######## block 1 ########
Figure 1. PDN straps and rails (block 1).
Drawn at 3 px/um. Pins as bars on the die edge. Tap cells in gray.
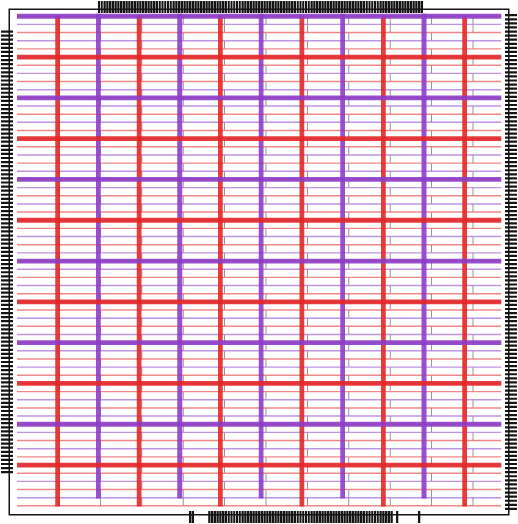
Figure 2. Cell classes on the final placement (block 1).
Drawn at 3 px/um. Fill, decap, tap and diode cells in gray.
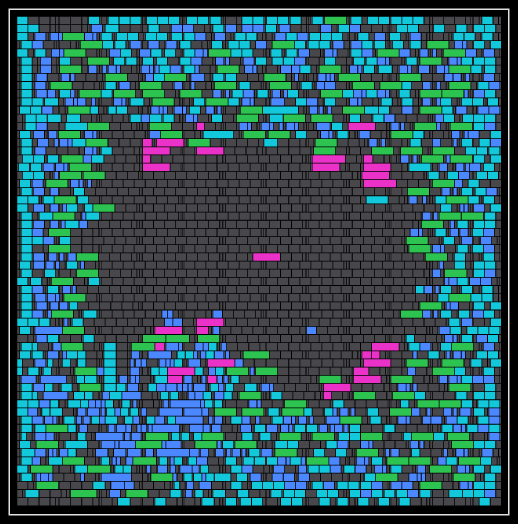
==> src/rtl/pfw_in_arb_pkg.sv <==
// rtl/pfw_in_arb_pkg.sv - shared constants and state encoding for the pfw input arbiter
//
// Purpose : packet-tag constants carried in word bits [133:132], the packet bus
//           width, and the arbiter state encoding.
// Ports   : none (package).
package pfw_in_arb_pkg;

    localparam int DATA_W = 134;

    localparam logic [1:0] TAG_HEAD = 2'b01;
    localparam logic [1:0] TAG_MID  = 2'b11;
    localparam logic [1:0] TAG_TAIL = 2'b10;

    typedef enum logic [1:0] {
        ST_IDLE  = 2'd0,
        ST_SEND  = 2'd1,
        ST_DRAIN = 2'd2
    } arb_state_e;

endpackage

==> src/rtl/pfw_rr_pick.sv <==
// rtl/pfw_rr_pick.sv - two-way strict-priority / round-robin grant selector
//
// Purpose : picks one of two requesters; purely combinational.
// Ports   : req_i[1:0]  request per source
//           ptr_i       favoured source on a tie (round-robin mode)
//           mode_i      1 = source 1 strict priority, 0 = round-robin
//           gnt_o       granted source index
//           gnt_vld_o   at least one request present
module pfw_rr_pick (
    input  logic [1:0] req_i,
    input  logic       ptr_i,
    input  logic       mode_i,
    output logic       gnt_o,
    output logic       gnt_vld_o
);

    always_comb begin
        gnt_vld_o = |req_i;
        gnt_o     = 1'b0;
        if (mode_i) begin
            gnt_o = req_i[1];
        end else if (&req_i) begin
            gnt_o = ptr_i;
        end else begin
            // Single requester (or none): whoever asks wins.
            gnt_o = req_i[1];
        end
    end

endmodule

==> src/rtl/pfw_in_arb.sv <==
// rtl/pfw_in_arb.sv - two-source whole-packet arbiter feeding the forwarding stage
//
// Purpose : forwards whole packets from two show-ahead data/valid FIFO pairs onto
//           one 134-bit bus, with a per-packet length guard and head check.
// Ports   : clk, rst                      clock, synchronous active-high reset
//           in_srcN_data/_data_empty      source N data FIFO word / empty
//           out_srcN_data_rd              source N data FIFO pop
//           in_srcN_valid/_valid_empty    source N per-packet valid / empty
//           out_srcN_valid_rd             source N valid FIFO pop
//           in_dst_alf                    downstream almost-full (gates new grants)
//           out_pfw_data/_data_wr         forwarded word and strobe
//           out_pfw_valid/_valid_wr       packet keep/discard bit and strobe
//           out_pkt_err                   guard-trip pulse
//           out_grant_src                 source of the packet in flight
// Options : PFW_IN_ARB_STAT_EN adds out_src0_pkt_cnt, out_src1_pkt_cnt, out_err_cnt.
module pfw_in_arb
    import pfw_in_arb_pkg::*;
#(
    parameter int PRIO_MODE     = 1,
    parameter int MAX_PKT_WORDS = 128
) (
    input  logic              clk,
    input  logic              rst,
    input  logic [DATA_W-1:0] in_src0_data,
    input  logic              in_src0_data_empty,
    output logic              out_src0_data_rd,
    input  logic              in_src0_valid,
    input  logic              in_src0_valid_empty,
    output logic              out_src0_valid_rd,
    input  logic [DATA_W-1:0] in_src1_data,
    input  logic              in_src1_data_empty,
    output logic              out_src1_data_rd,
    input  logic              in_src1_valid,
    input  logic              in_src1_valid_empty,
    output logic              out_src1_valid_rd,
    input  logic              in_dst_alf,
    output logic [DATA_W-1:0] out_pfw_data,
    output logic              out_pfw_data_wr,
    output logic              out_pfw_valid,
    output logic              out_pfw_valid_wr,
    output logic              out_pkt_err,
    output logic              out_grant_src
`ifdef PFW_IN_ARB_STAT_EN
    ,
    output logic [31:0]       out_src0_pkt_cnt,
    output logic [31:0]       out_src1_pkt_cnt,
    output logic [31:0]       out_err_cnt
`endif
);

    localparam logic [7:0] MAX_W = 8'(MAX_PKT_WORDS);

    arb_state_e        state_q, state_d;
    logic [7:0]        cnt_q, cnt_d;
    logic              grant_q;
    logic              ptr_q;
    logic [DATA_W-1:0] pfw_data_q;
    logic              data_wr_q, pfw_valid_q, valid_wr_q, err_q;

    logic [1:0]        src_req;
    logic              pick, pick_vld;

    logic [DATA_W-1:0] cur_data;
    logic              cur_empty, cur_valid, is_tail;
    logic [1:0]        cur_tag;
    logic              data_pop, valid_pop, trip, pkt_end, grant_now;

    // A packet is only eligible once its valid entry exists, so its words are
    // already committed and the packet can be streamed without interleaving.
    assign src_req = {!in_src1_valid_empty, !in_src0_valid_empty};

    pfw_rr_pick u_pick (
        .req_i     (src_req),
        .ptr_i     (ptr_q),
        .mode_i    (PRIO_MODE != 0),
        .gnt_o     (pick),
        .gnt_vld_o (pick_vld)
    );

    always_comb begin
        cur_data  = grant_q ? in_src1_data       : in_src0_data;
        cur_empty = grant_q ? in_src1_data_empty : in_src0_data_empty;
        cur_valid = grant_q ? in_src1_valid      : in_src0_valid;
        cur_tag   = cur_data[DATA_W-1 -: 2];
        is_tail   = (cur_tag == TAG_TAIL);
        state_d   = state_q;
        cnt_d     = cnt_q;
        data_pop  = 1'b0;
        valid_pop = 1'b0;
        trip      = 1'b0;
        pkt_end   = 1'b0;
        grant_now = 1'b0;
        unique case (state_q)
            ST_IDLE: begin
                if (!in_dst_alf && pick_vld) begin
                    grant_now = 1'b1;
                    cnt_d     = 8'd0;
                    state_d   = ST_SEND;
                end
            end
            ST_SEND: begin
                if (!cur_empty) begin
                    data_pop = 1'b1;
                    cnt_d    = (cnt_q == 8'hFF) ? cnt_q : cnt_q + 8'd1;
                    // A bad first word or the length limit without a tail both
                    // discard the packet; the valid entry is retired right away
                    // so the source is not re-granted on a stale entry.
                    if ((cnt_q == 8'd0 && cur_tag != TAG_HEAD) ||
                        (!is_tail && cnt_d == MAX_W)) begin
                        trip      = 1'b1;
                        valid_pop = 1'b1;
                        pkt_end   = is_tail;
                        state_d   = is_tail ? ST_IDLE : ST_DRAIN;
                    end else if (is_tail) begin
                        valid_pop = 1'b1;
                        pkt_end   = 1'b1;
                        state_d   = ST_IDLE;
                    end
                end
            end
            ST_DRAIN: begin
                if (!cur_empty) begin
                    data_pop = 1'b1;
                    if (is_tail) begin
                        pkt_end = 1'b1;
                        state_d = ST_IDLE;
                    end
                end
            end
            default: state_d = ST_IDLE;
        endcase
        if (rst) begin
            data_pop  = 1'b0;
            valid_pop = 1'b0;
        end
    end

    assign out_src0_data_rd  = data_pop  && !grant_q;
    assign out_src1_data_rd  = data_pop  &&  grant_q;
    assign out_src0_valid_rd = valid_pop && !grant_q;
    assign out_src1_valid_rd = valid_pop &&  grant_q;

    always_ff @(posedge clk) begin
        if (rst) begin
            state_q <= ST_IDLE;
        end else begin
            state_q <= state_d;
        end
    end

    always_ff @(posedge clk) begin
        if (rst) begin
            cnt_q       <= 8'd0;
            grant_q     <= 1'b0;
            ptr_q       <= 1'b0;
            pfw_data_q  <= '0;
            data_wr_q   <= 1'b0;
            pfw_valid_q <= 1'b0;
            valid_wr_q  <= 1'b0;
            err_q       <= 1'b0;
        end else begin
            cnt_q      <= cnt_d;
            data_wr_q  <= 1'b0;
            valid_wr_q <= 1'b0;
            err_q      <= 1'b0;
            if (grant_now) begin
                grant_q <= pick;
            end
            if (pkt_end) begin
                ptr_q <= ~grant_q;
            end
            if (data_pop && state_q == ST_SEND) begin
                pfw_data_q <= cur_data;
                data_wr_q  <= 1'b1;
            end
            if (valid_pop) begin
                valid_wr_q  <= 1'b1;
                pfw_valid_q <= cur_valid && !trip;
            end
            if (trip) begin
                err_q <= 1'b1;
            end
        end
    end

    assign out_pfw_data     = pfw_data_q;
    assign out_pfw_data_wr  = data_wr_q;
    assign out_pfw_valid    = pfw_valid_q;
    assign out_pfw_valid_wr = valid_wr_q;
    assign out_pkt_err      = err_q;
    assign out_grant_src    = grant_q;

`ifdef PFW_IN_ARB_STAT_EN
    logic [31:0] src0_cnt_q, src1_cnt_q, err_cnt_q;

    always_ff @(posedge clk) begin
        if (rst) begin
            src0_cnt_q <= 32'd0;
            src1_cnt_q <= 32'd0;
            err_cnt_q  <= 32'd0;
        end else begin
            if (pkt_end && !grant_q) src0_cnt_q <= src0_cnt_q + 32'd1;
            if (pkt_end &&  grant_q) src1_cnt_q <= src1_cnt_q + 32'd1;
            if (trip)                err_cnt_q  <= err_cnt_q + 32'd1;
        end
    end

    assign out_src0_pkt_cnt = src0_cnt_q;
    assign out_src1_pkt_cnt = src1_cnt_q;
    assign out_err_cnt      = err_cnt_q;
`endif

endmodule

==> config.mk <==
export PLATFORM = sky130hd
export DESIGN_NAME = pfw_in_arb
export DESIGN_NICKNAME = d
export VERILOG_FILES = /design/src/rtl/pfw_in_arb_pkg.sv /design/src/rtl/pfw_rr_pick.sv /design/src/rtl/pfw_in_arb.sv
export SDC_FILE = /design/constraint.sdc
export NUM_CORES = 1
export LEC_CHECK = 0
export CAP_MARGIN = 10
export CORE_AREA = 2 2 164 166
export DETAILED_ROUTE_END_ITERATION = 6
export DIE_AREA = 0 0 166 168
export GPL_ROUTABILITY_DRIVEN = 1
export HOLD_SLACK_MARGIN = 0.06
export PLACE_DENSITY = 0.69
export SETUP_SLACK_MARGIN = 0.5
export SYNTH_ARGS = -nofsm -noshare
export SYNTH_HDL_FRONTEND = slang
export SYNTH_SLANG_ARGS = --single-unit
==> constraint.sdc <==
create_clock -name clk -period 2.9 [get_ports clk]
set_clock_uncertainty 0.2 [all_clocks]
set_input_delay 0.87 -clock clk [delete_from_list [all_inputs] [get_ports clk]]
set_output_delay 0.87 -clock clk [all_outputs]
set_load 0.005 [all_outputs]
==> impl_results.rst <==
Run summary
-----------

.. list-table::
   :header-rows: 1

   * - Metric
     - Value
   * - M1 wire length
     - 9901 um
   * - Most used logic cell in the final layout
     - clkdlybuf4s50_1
   * - Ys Warns
     - 0
   * - Maximum fanout count along the critical path
     - 2
   * - Log Warnings
     - 33
   * - Start point of the critical path
     - in_src1_data[132]
   * - Delay contributed by the slowest stage of the critical path
     - 0.37 ns
   * - Clock buffer and inverter area fraction after layout
     - 0.04615
   * - Critical hold path startpoint
     - out_pfw_data[132]
   * - Clock group total power
     - 2.24 mW
   * - Buffers outside the clock class
     - 508
   * - Busiest metal layer after global routing
     - met2
   * - Setup slack after layout
     - -0.5452 ns
   * - Routed Antenna Nets
     - 0
   * - Multi-input combinational cell area
     - 3810 um^2
   * - DP Area
     - 11830 um^2
   * - Violated checks
     - negative setup slack
   * - Via count
     - 7129
   * - Wire length of the first global-routing pass
     - 37630 um
   * - Cell resize tally after clock tree synthesis
     - 104
   * - Cell-by-cell listing of the critical path
     - buf_8, inv_8, a32o_2, a2111oi_4, a31oi_4, a21boi_2, buf_4, buf_6, nor2b_4, buf_2
   * - Switching power
     - 1.298 mW
   * - Post-CTS setup buffer count
     - 20
   * - End point of the critical path
     - out_src0_valid_rd
   * - Syn_area_per_cell
     - 9.453 um^2
   * - Setup Viol. Count Final
     - 2
   * - Outcome
     - finished, violations left
   * - Flop and latch count out of synthesis
     - 149
   * - Top Layout Cells
     - clkdlybuf4s50_1, nor2_1, dfxtp_1
   * - Count of distinct cell types in the synthesized netlist
     - 48
## Picture notes: Figure 1
[red] VSS
[purple] VDD
met5 straps: 12
tap cells: 341
met4 straps: 11
signal pins: 420

## Picture notes: Figure 2
[blue] combinational and other logic | cells: 520
[green] flops | cells: 149
[magenta] clock drivers and dummy loads | cells: 31
[cyan] other buffers and delay cells | cells: 508
flop share of the area: 0.2316
core area: 26350 um^2
fin util: 0.4918
FP Rows: 60


######## block 2 ########
Figure 3. Congestion heat map (block 2).
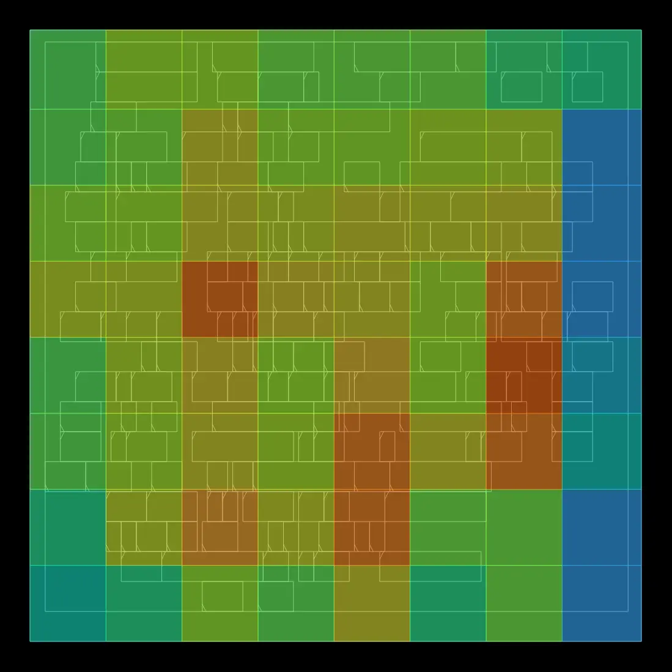
Figure 4. PDN straps and rails (block 2).
Drawn at 8 px/um. Pins as bars on the die edge. Tap cells in gray.
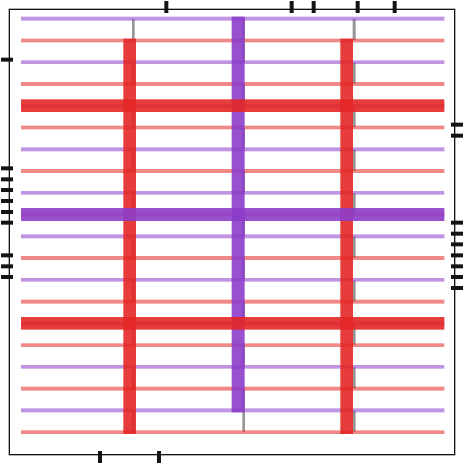
Figure 5. Clock wires, drivers and flops (block 2).
Drawn at 6 px/um.
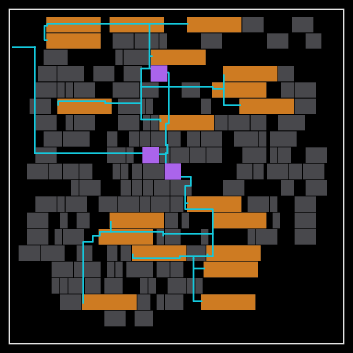
File: config.mk
export PLATFORM = sky130hd
export DESIGN_NAME = control_part4
export DESIGN_NICKNAME = d
export VERILOG_FILES = /design/src/rtl/part4_pkg.sv /design/src/rtl/control_part4.sv
export SDC_FILE = /design/constraint.sdc
export NUM_CORES = 1
export LEC_CHECK = 0
export CAP_MARGIN = 40
export CORE_MARGIN = 1
export CORE_UTILIZATION = 45
export DETAILED_ROUTE_END_ITERATION = 16
export PLACE_DENSITY_LB_ADDON = 0.25
export SYNTH_ARGS = -nofsm -noshare
export SYNTH_HDL_FRONTEND = slang
export SYNTH_SLANG_ARGS = --single-unit
File: constraint.sdc
create_clock -name clk -period 2.5 [get_ports clk]
set_input_delay 0.5 -clock clk [delete_from_list [all_inputs] [get_ports clk]]
set_output_delay 0.5 -clock clk [all_outputs]
set_load 0.005 [all_outputs]
File: src/rtl/part4_pkg.sv
// Shared types and sizing for the part-4 matrix-vector engine.
package part4_pkg;

  localparam int DIM     = 8;
  localparam int DATA_W  = 14;
  localparam int ACC_W   = 28;
  localparam int IDX_W   = $clog2(DIM);
  localparam int WADDR_W = 2 * IDX_W;

  typedef enum logic [2:0] {
    IDLE,
    LOAD_W,
    LOAD_X,
    MAC,
    DRAIN,
    OUT
  } state_t;

endpackage

File: src/rtl/control_part4.sv
// Sequencing controller for the part-4 matrix-vector engine: loads W and X
// over a valid/ready stream, steps the datapath through eight MAC rows and
// hands each y[r] out over a valid/ready handshake.
module control_part4
  import part4_pkg::*;
(
  input  logic               clk,
  input  logic               rst,
  input  logic               start,
  input  logic               reload_w,
  input  logic               in_valid,
  output logic               in_ready,
  output logic [IDX_W-1:0]   addr_x,
  output logic               wr_en_x,
  output logic [WADDR_W-1:0] addr_w,
  output logic               wr_en_w,
  output logic               clear_acc,
  output logic               en_acc,
  output logic               out_valid,
  input  logic               out_ready,
  output logic [IDX_W-1:0]   row_idx,
  output logic               busy,
  output logic               done
);

  localparam logic [IDX_W-1:0]   LAST_IDX = IDX_W'(DIM - 1);
  localparam logic [WADDR_W-1:0] LAST_W   = WADDR_W'(DIM * DIM - 1);

  state_t               state_q, state_d;
  logic [WADDR_W-1:0]   w_cnt_q, w_cnt_d;
  logic [IDX_W-1:0]     x_cnt_q, x_cnt_d;
  logic [IDX_W-1:0]     row_q, row_d;
  logic [IDX_W-1:0]     k_q, k_d;
  logic                 en_acc_q, en_acc_d;

  // State and counter registers; reset aborts any job in flight.
  always_ff @(posedge clk or negedge rst) begin
    if (!rst) begin
      state_q  <= IDLE;
      w_cnt_q  <= '0;
      x_cnt_q  <= '0;
      row_q    <= '0;
      k_q      <= '0;
      en_acc_q <= 1'b0;
    end else begin
      // NOTE: registers use non-blocking assignments so every flop samples
      // the pre-edge values regardless of statement order.
      state_q  <= state_d;
      w_cnt_q  <= w_cnt_d;
      x_cnt_q  <= x_cnt_d;
      row_q    <= row_d;
      k_q      <= k_d;
      en_acc_q <= en_acc_d;
    end
  end

  // Next-state and counter updates; counters wrap, transitions fire on terminal count.
  always_comb begin
    // NOTE: every target gets a default first, so no path leaves a value
    // unassigned and no latch is inferred.
    state_d  = state_q;
    w_cnt_d  = w_cnt_q;
    x_cnt_d  = x_cnt_q;
    row_d    = row_q;
    k_d      = k_q;
    // en_acc trails MAC by one cycle to line up with the memory read latency.
    en_acc_d = (state_q == MAC);

    unique case (state_q)
      IDLE: begin
        w_cnt_d = '0;
        x_cnt_d = '0;
        row_d   = '0;
        k_d     = '0;
        if (start) begin
          state_d = reload_w ? LOAD_W : LOAD_X;
        end
      end
      LOAD_W: begin
        if (in_valid) begin
          w_cnt_d = w_cnt_q + 1'b1;
          if (w_cnt_q == LAST_W) begin
            state_d = LOAD_X;
          end
        end
      end
      LOAD_X: begin
        if (in_valid) begin
          x_cnt_d = x_cnt_q + 1'b1;
          if (x_cnt_q == LAST_IDX) begin
            state_d = MAC;
            row_d   = '0;
            k_d     = '0;
          end
        end
      end
      MAC: begin
        k_d = k_q + 1'b1;
        if (k_q == LAST_IDX) begin
          state_d = DRAIN;
        end
      end
      DRAIN: begin
        state_d = OUT;
      end
      OUT: begin
        if (out_ready) begin
          k_d = '0;
          if (row_q == LAST_IDX) begin
            row_d   = '0;
            state_d = IDLE;
          end else begin
            row_d   = row_q + 1'b1;
            state_d = MAC;
          end
        end
      end
      default: begin
        state_d = IDLE;
      end
    endcase
  end

  // Datapath controls and handshake outputs; everything idles at zero outside its owning state.
  always_comb begin
    in_ready  = 1'b0;
    addr_x    = '0;
    wr_en_x   = 1'b0;
    addr_w    = '0;
    wr_en_w   = 1'b0;
    clear_acc = 1'b0;
    out_valid = 1'b0;
    row_idx   = '0;
    done      = 1'b0;

    unique case (state_q)
      LOAD_W: begin
        in_ready = 1'b1;
        addr_w   = w_cnt_q;
        wr_en_w  = in_valid;
      end
      LOAD_X: begin
        in_ready = 1'b1;
        addr_x   = x_cnt_q;
        wr_en_x  = in_valid;
      end
      MAC: begin
        addr_x    = k_q;
        addr_w    = {row_q, k_q};
        clear_acc = (k_q == '0);
      end
      OUT: begin
        out_valid = 1'b1;
        row_idx   = row_q;
        done      = out_ready && (row_q == LAST_IDX);
      end
      default: begin
      end
    endcase
  end

  assign en_acc = en_acc_q;
  assign busy   = (state_q != IDLE);

endmodule

==> impl_results.rst <==
Run summary
-----------

.. list-table::
   :header-rows: 1

   * - Metric
     - Value
   * - Outcome
     - completed
   * - Syn_area_per_cell
     - 9.680 um^2
   * - Switching power
     - 0.5794 mW
   * - Largest power group
     - combinational cells
   * - Internal Power
     - 0.8872 mW
   * - Chip footprint
     - 3079 um^2
   * - Dominant combinational family
     - simple AND/OR/NAND/NOR gates
   * - DRC
     - 0
   * - Ant. Diodes
     - 0
   * - Post-CTS setup buffer count
     - 0
   * - Final weighted congestion in routability-driven placement
     - 0.7494
   * - Sequential fraction of the synthesis area
     - 0.3693
   * - Multi-input combinational cell area
     - 723.2 um^2
   * - Routed Antenna Nets
     - 0
   * - Share of the synthesized area in the top cell type
     - 0.3693
   * - Mapped cell area
     - 1287 um^2
   * - Clock power share
     - 0.106
   * - Flop area
     - 475.5 um^2
   * - Log Warnings
     - 27
   * - Clock tree sinks
     - 19
   * - Internal reg-to-reg setup slack
     - 0.80 ns
   * - Number of cell instances after yosys synthesis
     - 133
   * - Library cell with the largest summed area after synthesis
     - dfrtp_1
   * - Post-synthesis chip area from yosys
     - 1287 um^2
   * - Worst-case clock buffer depth
     - 2
   * - Grt met1 use
     - 0.2734
   * - Worst slack at placement
     - 0.2147 ns
   * - Power consumed by combinational cells
     - 0.830 mW
   * - Most used logic cell in the final layout
     - clkdlybuf4s50_1
   * - CTS tree
     - done
   * - Data arrival time at the worst-slack endpoint
     - 1.89 ns
   * - Clock Latency Late Sink
     - 0.29 ns
   * - Flip-flop count of the largest register, all copies and words added
     - 6
   * - Ys Warns
     - 0
   * - Sum of negative setup slack
     - 0 ns
   * - Flop pwr share
     - 0.328
   * - Root Buffer
     - clkbuf_4
   * - Largest reg by FF count
     - w_cnt_q
   * - Start point of the critical path
     - state_q[2]
   * - Fin. max-slew vios
     - 0
   * - End point of the critical path
     - addr_w[1]
   * - Power density over the cells
     - 907.9 nW/um^2
About Figure 3:
detail-routed net length per standard cell: 14.56 um
GRT Resource Usage Total: 0.1909
busiest metal layer after global routing: met2
fin util: 0.5908
met3 Use GR: 0.02342

About Figure 4:
[red] VSS
[purple] VDD
rows: 19
met1 rails: 20
tap cells: 31
met5 straps: 3
met4 straps: 3

About Figure 5:
[purple] clock drivers | count: 3
[orange] flip-flops | count: 19
[cyan] clock wires | length: 233 um
routed clock nets: 4


######## block 3 ########
===== src/rtl/uart_tx_sched.sv =====
// Round-robin scheduler that feeds whole messages from NUM_REQ requesters to a single UART transmitter.
// Define UART_TX_SCHED_CRLF_EN to append CR/LF after each message's last byte (adds the TERM state).
module uart_tx_sched #(
  parameter int NUM_REQ      = 4,
  parameter int PAYLOAD_BITS = 8
) (
  input  logic                            CLK,
  input  logic                            reset,
  input  logic [NUM_REQ-1:0]              req_valid,
  input  logic [NUM_REQ*PAYLOAD_BITS-1:0] req_data,
  input  logic [NUM_REQ-1:0]              req_last,
  output logic [NUM_REQ-1:0]              req_ready,
  output logic                            uart_tx_en,
  output logic [PAYLOAD_BITS-1:0]         uart_tx_data,
  input  logic                            uart_tx_busy,
  output logic [2:0]                      grant_id,
  output logic                            sched_busy
);

`ifdef UART_TX_SCHED_CRLF_EN
  typedef enum logic [2:0] {IDLE, FETCH, START, WAIT_ACK, WAIT_DONE, TERM} state_t;
  localparam logic [PAYLOAD_BITS-1:0] CR_BYTE = PAYLOAD_BITS'(8'h0D);
  localparam logic [PAYLOAD_BITS-1:0] LF_BYTE = PAYLOAD_BITS'(8'h0A);
  logic [1:0] crlf_q, crlf_d;
`else
  typedef enum logic [2:0] {IDLE, FETCH, START, WAIT_ACK, WAIT_DONE} state_t;
`endif

  state_t                  state_q, state_d;
  logic [2:0]              grant_q, grant_d;
  logic [2:0]              start_q, start_d;
  logic [NUM_REQ-1:0]      ready_q, ready_d;
  logic                    en_q, en_d;
  logic                    busy_q, busy_d;
  logic                    last_q, last_d;
  logic [PAYLOAD_BITS-1:0] data_q, data_d;

  logic                    hi_hit, lo_hit;
  logic [2:0]              hi_idx, lo_idx, arb_idx;
  logic [PAYLOAD_BITS-1:0] own_data;
  logic                    own_last;
  logic                    accept;
  logic                    release_msg;
  logic [2:0]              next_start;

  function automatic logic [NUM_REQ-1:0] onehot(input logic [2:0] idx);
    onehot = '0;
    for (int j = 0; j < NUM_REQ; j++) begin
      if (idx == 3'(j)) onehot[j] = 1'b1;
    end
  endfunction

  // First valid at or above start_q wins; otherwise wrap to the lowest valid index.
  always_comb begin
    hi_hit = 1'b0;
    hi_idx = '0;
    lo_hit = 1'b0;
    lo_idx = '0;
    for (int j = 0; j < NUM_REQ; j++) begin
      if (req_valid[j] && !hi_hit && (3'(j) >= start_q)) begin
        hi_hit = 1'b1;
        hi_idx = 3'(j);
      end
      if (req_valid[j] && !lo_hit) begin
        lo_hit = 1'b1;
        lo_idx = 3'(j);
      end
    end
    arb_idx = hi_hit ? hi_idx : lo_idx;
  end

  always_comb begin
    own_data = '0;
    own_last = 1'b0;
    for (int j = 0; j < NUM_REQ; j++) begin
      if (grant_q == 3'(j)) begin
        own_data = req_data[j*PAYLOAD_BITS +: PAYLOAD_BITS];
        own_last = req_last[j];
      end
    end
  end

  assign accept     = |(req_valid & ready_q);
  assign next_start = (grant_q == 3'(NUM_REQ-1)) ? 3'd0 : grant_q + 3'd1;

  always_comb begin
    state_d     = state_q;
    grant_d     = grant_q;
    start_d     = start_q;
    ready_d     = '0;
    en_d        = 1'b0;
    busy_d      = busy_q;
    last_d      = last_q;
    data_d      = data_q;
    release_msg = 1'b0;
`ifdef UART_TX_SCHED_CRLF_EN
    crlf_d      = crlf_q;
`endif
    case (state_q)
      // Granting waits for an idle transmitter so a byte abandoned by reset cannot collide.
      IDLE: begin
        if (lo_hit && !uart_tx_busy) begin
          grant_d = arb_idx;
          busy_d  = 1'b1;
          ready_d = onehot(arb_idx);
          state_d = FETCH;
        end
      end
      FETCH: begin
        if (accept) begin
          data_d  = own_data;
          last_d  = own_last;
          en_d    = 1'b1;
          state_d = START;
        end else begin
          ready_d = ready_q;
        end
      end
      START: state_d = WAIT_ACK;
      WAIT_ACK: begin
        if (uart_tx_busy) state_d = WAIT_DONE;
      end
      WAIT_DONE: begin
        if (!uart_tx_busy) begin
          if (!last_q) begin
            ready_d = onehot(grant_q);
            state_d = FETCH;
          end else begin
`ifdef UART_TX_SCHED_CRLF_EN
            if (crlf_q == 2'd2) release_msg = 1'b1;
            else                state_d     = TERM;
`else
            release_msg = 1'b1;
`endif
          end
        end
      end
`ifdef UART_TX_SCHED_CRLF_EN
      // crlf_q counts terminator bytes already launched for this message.
      TERM: begin
        if (!uart_tx_busy) begin
          data_d  = (crlf_q == 2'd0) ? CR_BYTE : LF_BYTE;
          crlf_d  = crlf_q + 2'd1;
          en_d    = 1'b1;
          state_d = START;
        end
      end
`endif
      default: state_d = IDLE;
    endcase
    if (release_msg) begin
      state_d = IDLE;
      busy_d  = 1'b0;
      start_d = next_start;
`ifdef UART_TX_SCHED_CRLF_EN
      crlf_d  = 2'd0;
`endif
    end
  end

  always_ff @(posedge CLK) begin
    if (!reset) begin
      state_q <= IDLE;
      grant_q <= '0;
      start_q <= '0;
      ready_q <= '0;
      en_q    <= 1'b0;
      busy_q  <= 1'b0;
      last_q  <= 1'b0;
      data_q  <= '0;
`ifdef UART_TX_SCHED_CRLF_EN
      crlf_q  <= 2'd0;
`endif
    end else begin
      state_q <= state_d;
      grant_q <= grant_d;
      start_q <= start_d;
      ready_q <= ready_d;
      en_q    <= en_d;
      busy_q  <= busy_d;
      last_q  <= last_d;
      data_q  <= data_d;
`ifdef UART_TX_SCHED_CRLF_EN
      crlf_q  <= crlf_d;
`endif
    end
  end

  assign req_ready    = ready_q;
  assign uart_tx_en   = en_q;
  assign uart_tx_data = data_q;
  assign grant_id     = grant_q;
  assign sched_busy   = busy_q;

endmodule


===== config.mk =====
export PLATFORM = sky130hd
export DESIGN_NAME = uart_tx_sched
export DESIGN_NICKNAME = d
export VERILOG_FILES = /design/src/rtl/uart_tx_sched.sv
export SDC_FILE = /design/constraint.sdc
export NUM_CORES = 1
export LEC_CHECK = 0
export CORE_MARGIN = 4
export CORE_UTILIZATION = 45
export CTS_CLUSTER_SIZE = 12
export DETAILED_ROUTE_END_ITERATION = 10
export DONT_BUFFER_PORTS = 1
export PLACE_DENSITY = 0.58
export RECOVER_POWER = 25
export SLEW_MARGIN = 20
export SYNTH_ARGS = -nofsm -noshare
export SYNTH_HDL_FRONTEND = slang
export SYNTH_SLANG_ARGS = --single-unit

===== constraint.sdc =====
create_clock -name CLK -period 3.6 [get_ports CLK]
set_input_delay 0.72 -clock CLK [delete_from_list [all_inputs] [get_ports CLK]]
set_output_delay 0.72 -clock CLK [all_outputs]
set_load 0.03 [all_outputs]

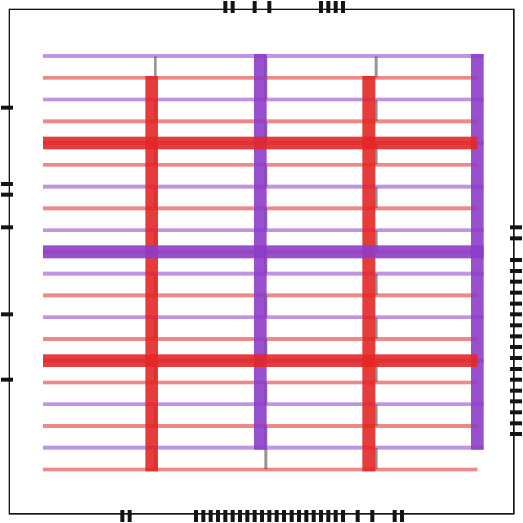
Figure 6: block 3, PDN straps and rails.
Drawn at 8 px/um. Pins as bars on the die edge. Tap cells in gray.
[purple] VDD
[red] VSS
tap cells: 31
signal pins: 60
core area: 2805 um^2
VDD IR-drop max: 0.0002849 V
die width: 62.88 um

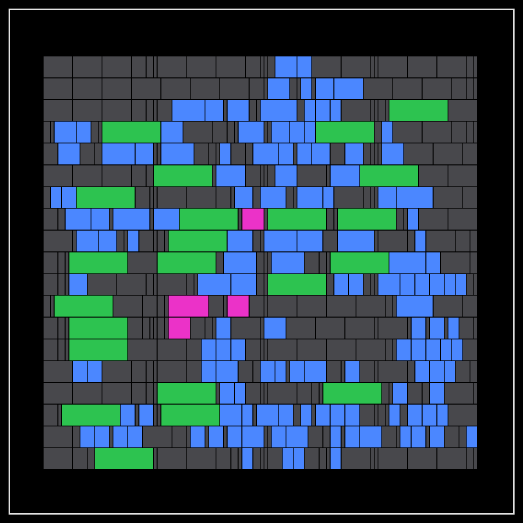
Figure 7: block 3, cell classes on the final placement.
Drawn at 8 px/um. Fill, decap, tap and diode cells in gray.
[green] flops | cells: 22
[blue] combinational and other logic | cells: 136
[magenta] clock drivers and dummy loads | cells: 4
post-route design area: 1355 um^2
FP Rows: 19
flop share of the area: 0.3250
fin util: 0.4831

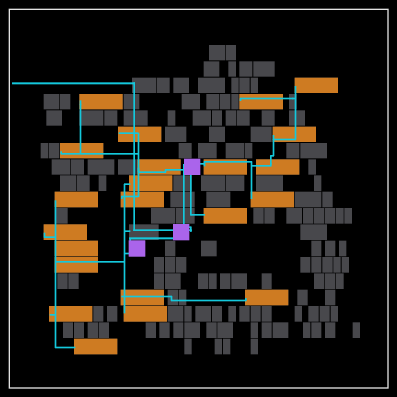
Figure 8: block 3, clock wires, drivers and flops.
Drawn at 6 px/um.
[cyan] clock wires | length: 276 um
[orange] flip-flops | count: 22
[purple] clock drivers | count: 3
routed clock nets: 4
clock power share: 0.261
clock group total power: 0.136 mW
Clock Latency Late Sink: 0.31 ns
clk_skew: 0.009578 ns

==> impl_results.rst <==
Run summary
-----------

.. list-table::
   :header-rows: 1

   * - Metric
     - Value
   * - Start point of the critical path
     - grant_id[0]
   * - Ratio of cells with drive above 1 in the final layout
     - 0.08642
   * - Root Buffer
     - clkbuf_4
   * - Placed cell count
     - 189
   * - Worst Hold Path EP
     - start_q[0]
   * - Drt initial violations
     - 77
   * - Number of nets at floorplan
     - 218
   * - Crit. End Element
     - flip-flop
   * - Commonest flop
     - dfxtp_1
   * - Post-synthesis chip area from yosys
     - 1355 um^2
   * - Seq. pwr
     - 0.288 mW
   * - Slew @ Worst Pin
     - 0.7397 ns
   * - Met3 Use GR
     - 0.07014
   * - RSZ-0062 raised after global routing
     - false
   * - Cell-by-cell listing of the critical path
     - inv_1, ha_1, a21oi_1, o21ai_0, a22oi_1, a21oi_1
   * - Power consumed by combinational cells
     - 0.0954 mW
   * - Detail-routed net length per standard cell
     - 18.03 um
   * - Internal Power
     - 0.3593 mW
   * - Mapped cell area
     - 1355 um^2
   * - Setup Viol. Count Final
     - 0
   * - Worst slew margin
     - 0.5039
   * - CTS tree
     - done
   * - Outcome
     - completed
   * - Via count
     - 1208
   * - Time the worst path needs with I/O delays and setup
     - 2.014 ns
   * - Top delay family on crit path
     - AND-OR/OR-AND gates
   * - Delay contributed by the slowest stage of the critical path
     - 0.62 ns
   * - Number of buffers inserted by hold repair at cts
     - 0
   * - Power density over the cells
     - 382.8 nW/um^2
   * - Finished Layout Cells
     - 193


==> gallery <==
Metal layers overlaid.
shot_01.png
Drawn at 8 px/um.
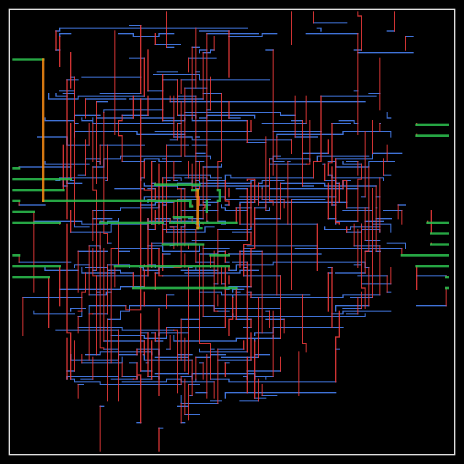
shot_02.png
Drawn at 3 px/um.
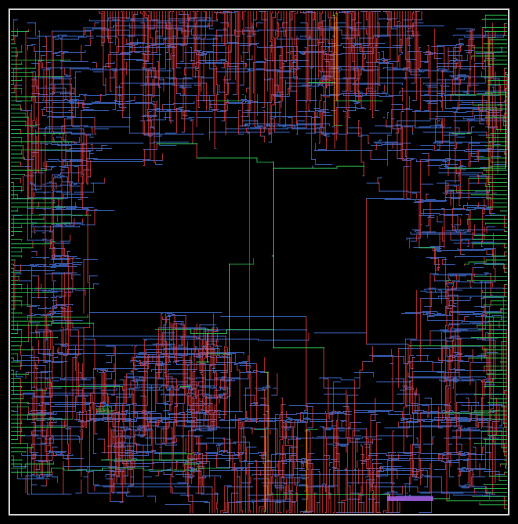
shot_03.png
Drawn at 8 px/um.
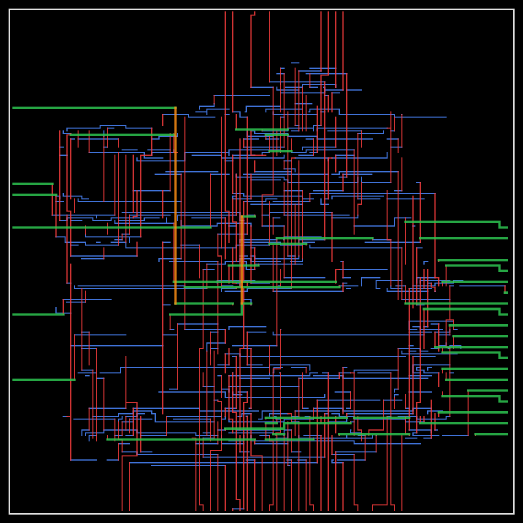
| picture | from |
|---|---|
| shot_03.png | block 3 |
| shot_02.png | block 1 |
| shot_01.png | block 2 |
The one with the least wire is shot_01.png.
The one with the smallest die is shot_01.png.

Key to shot_03.png:
[blue] metal 1 | wire length: 1460 um
[green] metal 3 | wire length: 400 um
[orange] metal 4 | wire length: 35.4 um
[red] metal 2 | wire length: 1580 um

Power is estimated from default activity; no workload was simulated.
